==================== design 1
[src/rtl/mem_arbiter.sv]
// Two-port round-robin memory arbiter: grants one request at a time, issues a single
// memory strobe, waits LAT cycles for read data, then pulses the owner's ack.
module mem_arbiter #(
  parameter int unsigned LAT = 1
) (
  input  logic        clk,
  input  logic        reset,
  input  logic        req0,
  input  logic        we0,
  input  logic [31:0] addr0,
  input  logic [31:0] wdata0,
  input  logic        req1,
  input  logic        we1,
  input  logic [31:0] addr1,
  input  logic [31:0] wdata1,
  output logic        ack0,
  output logic        ack1,
  output logic [31:0] rdata,
  output logic        mem_en,
  output logic        mem_we,
  output logic [31:0] mem_addr,
  output logic [31:0] mem_wdata,
  input  logic [31:0] mem_rdata,
  output logic        busy,
  output logic        owner
);

  typedef enum logic [1:0] {IDLE, ISSUE, WAIT, ACK} state_t;

  localparam logic [1:0] CNT_INIT = 2'(LAT - 1);

  state_t     r_state;
  logic [1:0] r_cnt;
  logic       r_last_grant;
  logic       w_grant1;

  // Port 1 wins when alone, or under contention when port 0 was granted last.
  assign w_grant1 = req1 && (!req0 || !r_last_grant);

  always_ff @(posedge clk or posedge reset) begin
    if (reset) begin
      r_state      <= IDLE;
      r_cnt        <= '0;
      r_last_grant <= 1'b1;
      ack0         <= 1'b0;
      ack1         <= 1'b0;
      rdata        <= '0;
      mem_en       <= 1'b0;
      mem_we       <= 1'b0;
      mem_addr     <= '0;
      mem_wdata    <= '0;
      busy         <= 1'b0;
      owner        <= 1'b0;
    end else begin
      case (r_state)
        IDLE: begin
          ack0 <= 1'b0;
          ack1 <= 1'b0;
          if (req0 || req1) begin
            owner        <= w_grant1;
            r_last_grant <= w_grant1;
            mem_we       <= w_grant1 ? we1 : we0;
            mem_addr     <= w_grant1 ? addr1 : addr0;
            mem_wdata    <= w_grant1 ? wdata1 : wdata0;
            mem_en       <= 1'b1;
            busy         <= 1'b1;
            r_state      <= ISSUE;
          end
        end
        ISSUE: begin
          mem_en  <= 1'b0;
          r_cnt   <= CNT_INIT;
          r_state <= WAIT;
        end
        WAIT: begin
          if (r_cnt == 2'd0) begin
            if (!mem_we) rdata <= mem_rdata;
            ack0    <= ~owner;
            ack1    <= owner;
            r_state <= ACK;
          end else begin
            r_cnt <= r_cnt - 2'd1;
          end
        end
        ACK: begin
          ack0    <= 1'b0;
          ack1    <= 1'b0;
          busy    <= 1'b0;
          r_state <= IDLE;
        end
        default: r_state <= IDLE;
      endcase
    end
  end

endmodule

[config.mk]
export PLATFORM = sky130hd
export DESIGN_NAME = mem_arbiter
export DESIGN_NICKNAME = d
export VERILOG_FILES = /design/src/rtl/mem_arbiter.sv
export SDC_FILE = /design/constraint.sdc
export NUM_CORES = 1
export LEC_CHECK = 0
export CAP_MARGIN = 30
export CORE_MARGIN = 2
export CORE_UTILIZATION = 40
export CTS_CLUSTER_SIZE = 8
export DETAILED_ROUTE_END_ITERATION = 16
export GPL_TIMING_DRIVEN = 0
export PLACE_DENSITY = 0.88
export SLEW_MARGIN = 20
export SYNTH_ARGS = -nofsm -noshare
export SYNTH_HDL_FRONTEND = slang
export SYNTH_SLANG_ARGS = --single-unit
[constraint.sdc]
create_clock -name clk -period 8.5 [get_ports clk]
set_input_delay 2.55 -clock clk [delete_from_list [all_inputs] [get_ports clk]]
set_output_delay 2.55 -clock clk [all_outputs]
set_load 0.01 [all_outputs]
==> flow_summary_export.csv <==
group,metric,value,unit
synth,synth_top_area_share,55.3,%
worst_setup_path,critical_path_cell_count,6,
synth,synth-edff-count,0,
worst_setup_path,startpoint_type,"input port",
worst_setup_path,worst_path_largest_cell_delay,0.54,ns
global_route,grt_util_met2,41.0,%
sta,max-slew-margin-rel,63.3,%
worst_setup_path,dominant_delay_contributor_by_cell_family_on_the_critical_path,"buffers and inverters",
sta,final_report_setup_violation_count,0,
floorplan,dieWidth,114,µm
cts,clock.latency.late_pin,0.34,ns
power,seqPwrFrac,34.0,%
synth,synth.area.mux_share,8.79,%
sta,skew,0.00769,ns
cts,longest_clk_path_bufs,2,
cts,clockRootBuffer,"sky130_fd_sc_hd__clkbuf_16",
worst_setup_path,worst-endpoint-arrival,4.16,ns
power,power.total,2700,µW
global_route,grt_max_degree,59,
sta,final.min_clock_period,3.90,ns
floorplan,placeableCoreArea,11900,µm²
synth,synthesis.yosys.warnings,0,
final_layout,num_antenna_cells,0,
placement,detailed_place_hpwl,11600,µm
cts,cts_tree,"yes",
power,seq-power,920,µW
synth,ys_async_sr_fraction,100,%
cts,cts_buffers,9,
cts,cts_hold_repair.buffers,0,
min_path,min_to,"rdata[2]",
power,comb-power,1390,µW
detailed_routing,drt_iter0_markers,261,
outcome,run_status,"finished, final reports clean",
final_layout,num-fill-cells,905,
worst_setup_path,timing_worst_setup_path_type,"in -> reg",
worst_setup_path,ff2ff_path_depth,8,
final_layout,post-route-util,67.1,%
synth,synth-simple-area-share,11.3,%
sta,period_used_share,45.9,%
synth,topCellsByArea,"sky130_fd_sc_hd__dfrtp_1 55%, sky130_fd_sc_hd__a21oi_1 12%, sky130_fd_sc_hd__mux2_1 6.6%, sky130_fd_sc_hd__nand2_1 5.2%, sky130_fd_sc_hd__nor2_1 5.2%",
power,internal_power,1730,µW
worst_setup_path,worstReg2RegEnd,"mem_addr[1]",
final_layout,final_layout_top_logic_cell,"sky130_fd_sc_hd__clkdlybuf4s50_1",
min_path,worstHoldStart,"rdata[2]",
worst_setup_path,worst-path-max-fanout,10,
detailed_routing,met3RoutedLength,1130,µm
detailed_routing,wl_per_cell,16.5,µm
cts,h-tree-depth,3,
sta,grt_setup_unrepaired,"no",
worst_setup_path,regToRegSetupSlack,6.58,ns
worst_setup_path,crit_path_capture_type,"flip-flop",
synth,synth.most_common_cell,"sky130_fd_sc_hd__a21oi_1",
placement,portBuffers,267,
-- through the flow --
step	worst slack, ns	area (µm²)	instances
floorplan	3.13	4800	480
global placement	1.64	7650	894
detailed placement	4.22	7690	895
CTS	4.58	7960	911
global route	4.44	7960	911
finish	4.60	7960	911
-- area by class of cell --
class                   count  area (µm²)  area share (%)
repair buffers            268        2700            33.9
flip-flops and latches    107        2680            33.6
multi-input cells         331        1900            23.8
clock buffers              13         250            3.14
plain buffers              33         190            2.39
well taps                 147         184            2.31
inverters                   9        38.8           0.487
clock inverters             3        23.8           0.299
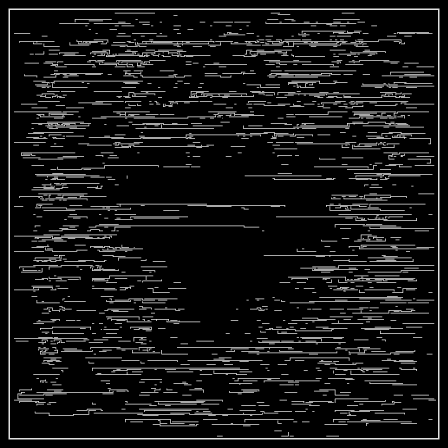
Fig. 1. Signal wires on met1 (design 1).
nets with wire on the layer = 804
share of all routed wire = 40%
main direction = horizontal
global-route met1 utilization: 27.8%
final wirelength: 15000 µm
overall via count from detail_route: 4563


==================== design 2
Fig. 2: design 2, metal 2
Scale bar: 20 µm.
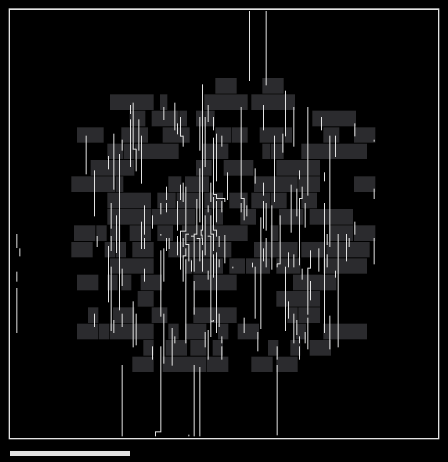
[src/rtl/parallel_to_serial_pkg.sv]
// rtl/parallel_to_serial_pkg.sv - shared constants and state encoding for the serial link
package parallel_to_serial_pkg;

    localparam int         DEFAULT_WIDTH = 8;
    localparam logic [7:0] COM_SYMBOL    = 8'hBC;

    typedef enum logic {
        SYNC = 1'b0,
        RUN  = 1'b1
    } tx_state_e;

endpackage

[src/rtl/parallel_to_serial_hold.sv]
// rtl/parallel_to_serial_hold.sv - one-entry valid/ready holding register for the transmitter
module tx_hold_reg
    import parallel_to_serial_pkg::*;
#(
    parameter int WIDTH = DEFAULT_WIDTH
) (
    input  logic             clk,
    input  logic             reset,
    input  logic [WIDTH-1:0] push_data,
    input  logic             push_valid,
    output logic             push_ready,
    input  logic             pop,
    output logic [WIDTH-1:0] held_data,
    output logic             held_valid
);

    logic accept;
    logic next_valid;

    assign accept = push_valid && push_ready;

    // A push on the same edge as a pop wins, so the new byte is never lost.
    always_comb begin
        next_valid = held_valid;
        if (pop) begin
            next_valid = 1'b0;
        end
        if (accept) begin
            next_valid = 1'b1;
        end
    end

    always_ff @(posedge clk) begin
        if (reset) begin
            held_valid <= 1'b0;
            push_ready <= 1'b1;
            held_data  <= '0;
        end else begin
            held_valid <= next_valid;
            push_ready <= !next_valid;
            if (accept) begin
                held_data <= push_data;
            end
        end
    end

endmodule

[src/rtl/parallel_to_serial.sv]
// rtl/parallel_to_serial.sv - MSB-first byte serializer with COM idle fill and post-reset sync
module parallel_to_serial
    import parallel_to_serial_pkg::*;
#(
    parameter int               WIDTH   = DEFAULT_WIDTH,
    parameter logic [WIDTH-1:0] COM     = COM_SYMBOL,
    parameter int               MIN_COM = 2
) (
    input  logic             CLK,
    input  logic             RESET,
    input  logic [WIDTH-1:0] DATA_IN,
    input  logic             VALID_IN,
    output logic             READY_OUT,
    output logic             DATA_OUT,
    output logic             FRAME_START,
    output logic             IS_COM,
    output logic             SYNCED
);

    localparam int BW = (WIDTH > 1) ? $clog2(WIDTH) : 1;
    localparam int CW = (MIN_COM > 1) ? $clog2(MIN_COM) : 1;

    tx_state_e        state;
    tx_state_e        state_next;
    logic [BW-1:0]    bit_cnt;
    logic [CW-1:0]    com_cnt;
    logic [CW-1:0]    com_cnt_next;
    logic [WIDTH-1:0] shift_reg;
    logic [WIDTH-1:0] frame;
    logic             frame_is_com;
    logic             load;
    logic             pop;
    logic             sync_done;
    logic [WIDTH-1:0] held_data;
    logic             held_valid;

    tx_hold_reg #(
        .WIDTH (WIDTH)
    ) u_hold (
        .clk        (CLK),
        .reset      (RESET),
        .push_data  (DATA_IN),
        .push_valid (VALID_IN),
        .push_ready (READY_OUT),
        .pop        (pop),
        .held_data  (held_data),
        .held_valid (held_valid)
    );

    assign load = (bit_cnt == '0);

    always_ff @(posedge CLK) begin
        if (RESET) begin
            state <= SYNC;
        end else begin
            state <= state_next;
        end
    end

    // Frame selection only matters on load edges; elsewhere the shifter runs on.
    always_comb begin
        state_next   = state;
        com_cnt_next = com_cnt;
        frame        = COM;
        frame_is_com = 1'b1;
        pop          = 1'b0;
        sync_done    = 1'b0;
        case (state)
            SYNC: begin
                if (load) begin
                    com_cnt_next = com_cnt + 1'b1;
                    if (com_cnt == CW'(MIN_COM - 1)) begin
                        state_next = RUN;
                        sync_done  = 1'b1;
                    end
                end
            end
            RUN: begin
                if (held_valid) begin
                    frame        = held_data;
                    frame_is_com = 1'b0;
                    pop          = load;
                end
            end
            default: begin
                state_next = SYNC;
            end
        endcase
    end

    always_ff @(posedge CLK) begin
        if (RESET) begin
            bit_cnt     <= '0;
            com_cnt     <= '0;
            shift_reg   <= '0;
            DATA_OUT    <= 1'b0;
            FRAME_START <= 1'b0;
            IS_COM      <= 1'b0;
            SYNCED      <= 1'b0;
        end else begin
            bit_cnt <= (bit_cnt == BW'(WIDTH - 1)) ? '0 : bit_cnt + 1'b1;
            com_cnt <= com_cnt_next;
            if (sync_done) begin
                SYNCED <= 1'b1;
            end
            if (load) begin
                DATA_OUT    <= frame[WIDTH-1];
                shift_reg   <= frame << 1;
                FRAME_START <= 1'b1;
                IS_COM      <= frame_is_com;
            end else begin
                DATA_OUT    <= shift_reg[WIDTH-1];
                shift_reg   <= shift_reg << 1;
                FRAME_START <= 1'b0;
            end
        end
    end

endmodule

[config.mk]
export PLATFORM = sky130hd
export DESIGN_NAME = parallel_to_serial
export DESIGN_NICKNAME = d
export VERILOG_FILES = /design/src/rtl/parallel_to_serial_pkg.sv /design/src/rtl/parallel_to_serial_hold.sv /design/src/rtl/parallel_to_serial.sv
export SDC_FILE = /design/constraint.sdc
export NUM_CORES = 1
export LEC_CHECK = 0
export CAP_MARGIN = 20
export CORE_MARGIN = 10
export CORE_UTILIZATION = 40
export DETAILED_ROUTE_END_ITERATION = 12
export PLACE_DENSITY_LB_ADDON = 0.08
export SKIP_CTS_REPAIR_TIMING = 1
export SYNTH_ARGS = -nofsm -noshare
export SYNTH_HDL_FRONTEND = slang
export SYNTH_SLANG_ARGS = --single-unit
[constraint.sdc]
create_clock -name CLK -period 1.55 [get_ports CLK]
set_input_delay 0.31 -clock CLK [delete_from_list [all_inputs] [get_ports CLK]]
set_output_delay 0.31 -clock CLK [all_outputs]
set_load 0.005 [all_outputs]
==> flow_summary_export.csv <==
group,metric,value,unit
outcome,run_status,"finished, final reports clean",
placement,place_inst,141,
synth,synth_stat.cells,97,
synth,synthesis.yosys.warnings,0,
worst_setup_path,critPathLaunch,"u_hold.push_ready",
min_path,worstHoldPathType,"reg -> reg",
worst_setup_path,worst-path-max-fanout,2,
global_route,global_route_wire_length_before_repair,3280,µm
global_route,grt-ovfl-total,0,
floorplan,tap_cells,30,
worst_setup_path,data_required_time_of_the_worst_path,1.24,ns
sta,final-max-slew-violation-count,0,
sta,timing.hold.ws,0.475,ns
synth,main_logic_family_after_synthesis,"AND-OR/OR-AND gates",
floorplan,dieWidth,71.1,µm
detailed_routing,first_pass_iters,4,
synth,net_count_synth,111,
synth,synth-simple-area-share,15.5,%
final_layout,fraction_of_area_in_registers,40.2,%
sta,max_freq,665,MHz
cts,clk_pin_slew_worst_paths,0.14,ns
final_layout,flow.area_growth_from_synthesis,24.3,%
sta,tightestPinTransition,0.305,ns
final_layout,final_layout_size_suffix_gt1_share,24.1,%
floorplan,dieHeight,71.1,µm
global_route,grt_max_degree,19,
synth,synth.area.mux_share,1.08,%
final_layout,num-fill-cells,239,
synth,synth-main-ff-cell,"sky130_fd_sc_hd__dfxtp_1",
detailed_routing,detail_route.drc_violations,0,
power,power_per_cell_area,1130,nW/µm²
final_layout,signal_buffer_area_fraction,15.8,%
worst_setup_path,worst-endpoint-arrival,1.19,ns
final_layout,largest_register_ffs,8,
Notes on Fig. 2 above:
nets with wire on the layer = 102
share of all routed wire = 43%
overall via count from detail_route: 772
met2 track demand over resource in global routing: 11.4%
final wirelength: 2020 µm

[final timing paths]
| check | to | slack (ns) | cells after the start |
|---|---|---|---|
| min reg2reg | bit_cnt[0] | 0.47 | 1 |
| min | bit_cnt[0] | 0.47 | 1 |
| max reg2reg | com_cnt | 0.14 | 4 |
| max | READY_OUT | 0.05 | 1 |
[report_power, final]
group          total [µW]  internal, µW  switching, µW
combinational         239           143           96.6
clock                 461           262            200
sequential            772           732           39.6
[per-layer routing]
metal	GRT usage, %	routed length [µm]	vias to the layer above
li1	-	-	396
met3	4.46	113	2
met2	11.4	877	14
met1	9.97	1000	360
met5	0	0	-
met4	2.58	24	0


==> notes/layouts.md <==
Pictures saved along the way, in no particular order.

Routing congestion map.
picture 1
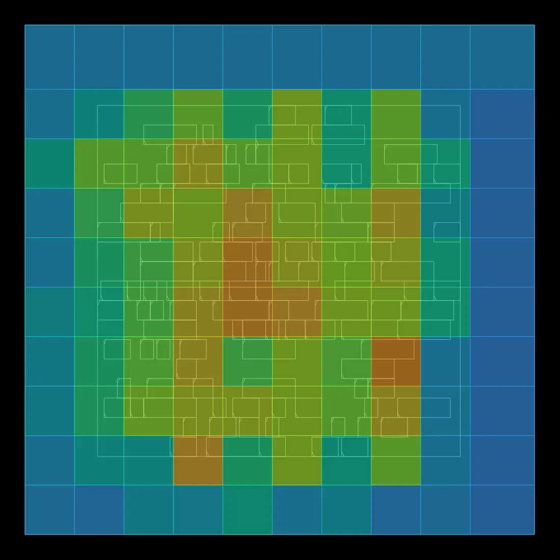
picture 2
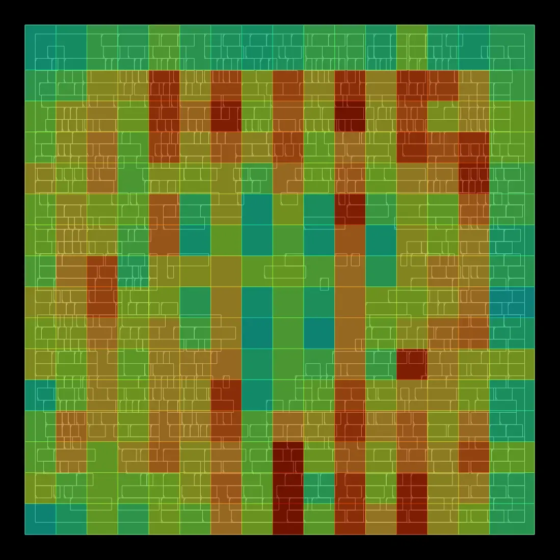
| picture | from |
|---|---|
| picture 1 | design 2 |
| picture 2 | design 1 |
The one with the highest track usage is picture 2.

Power is estimated from default activity; no workload was simulated.
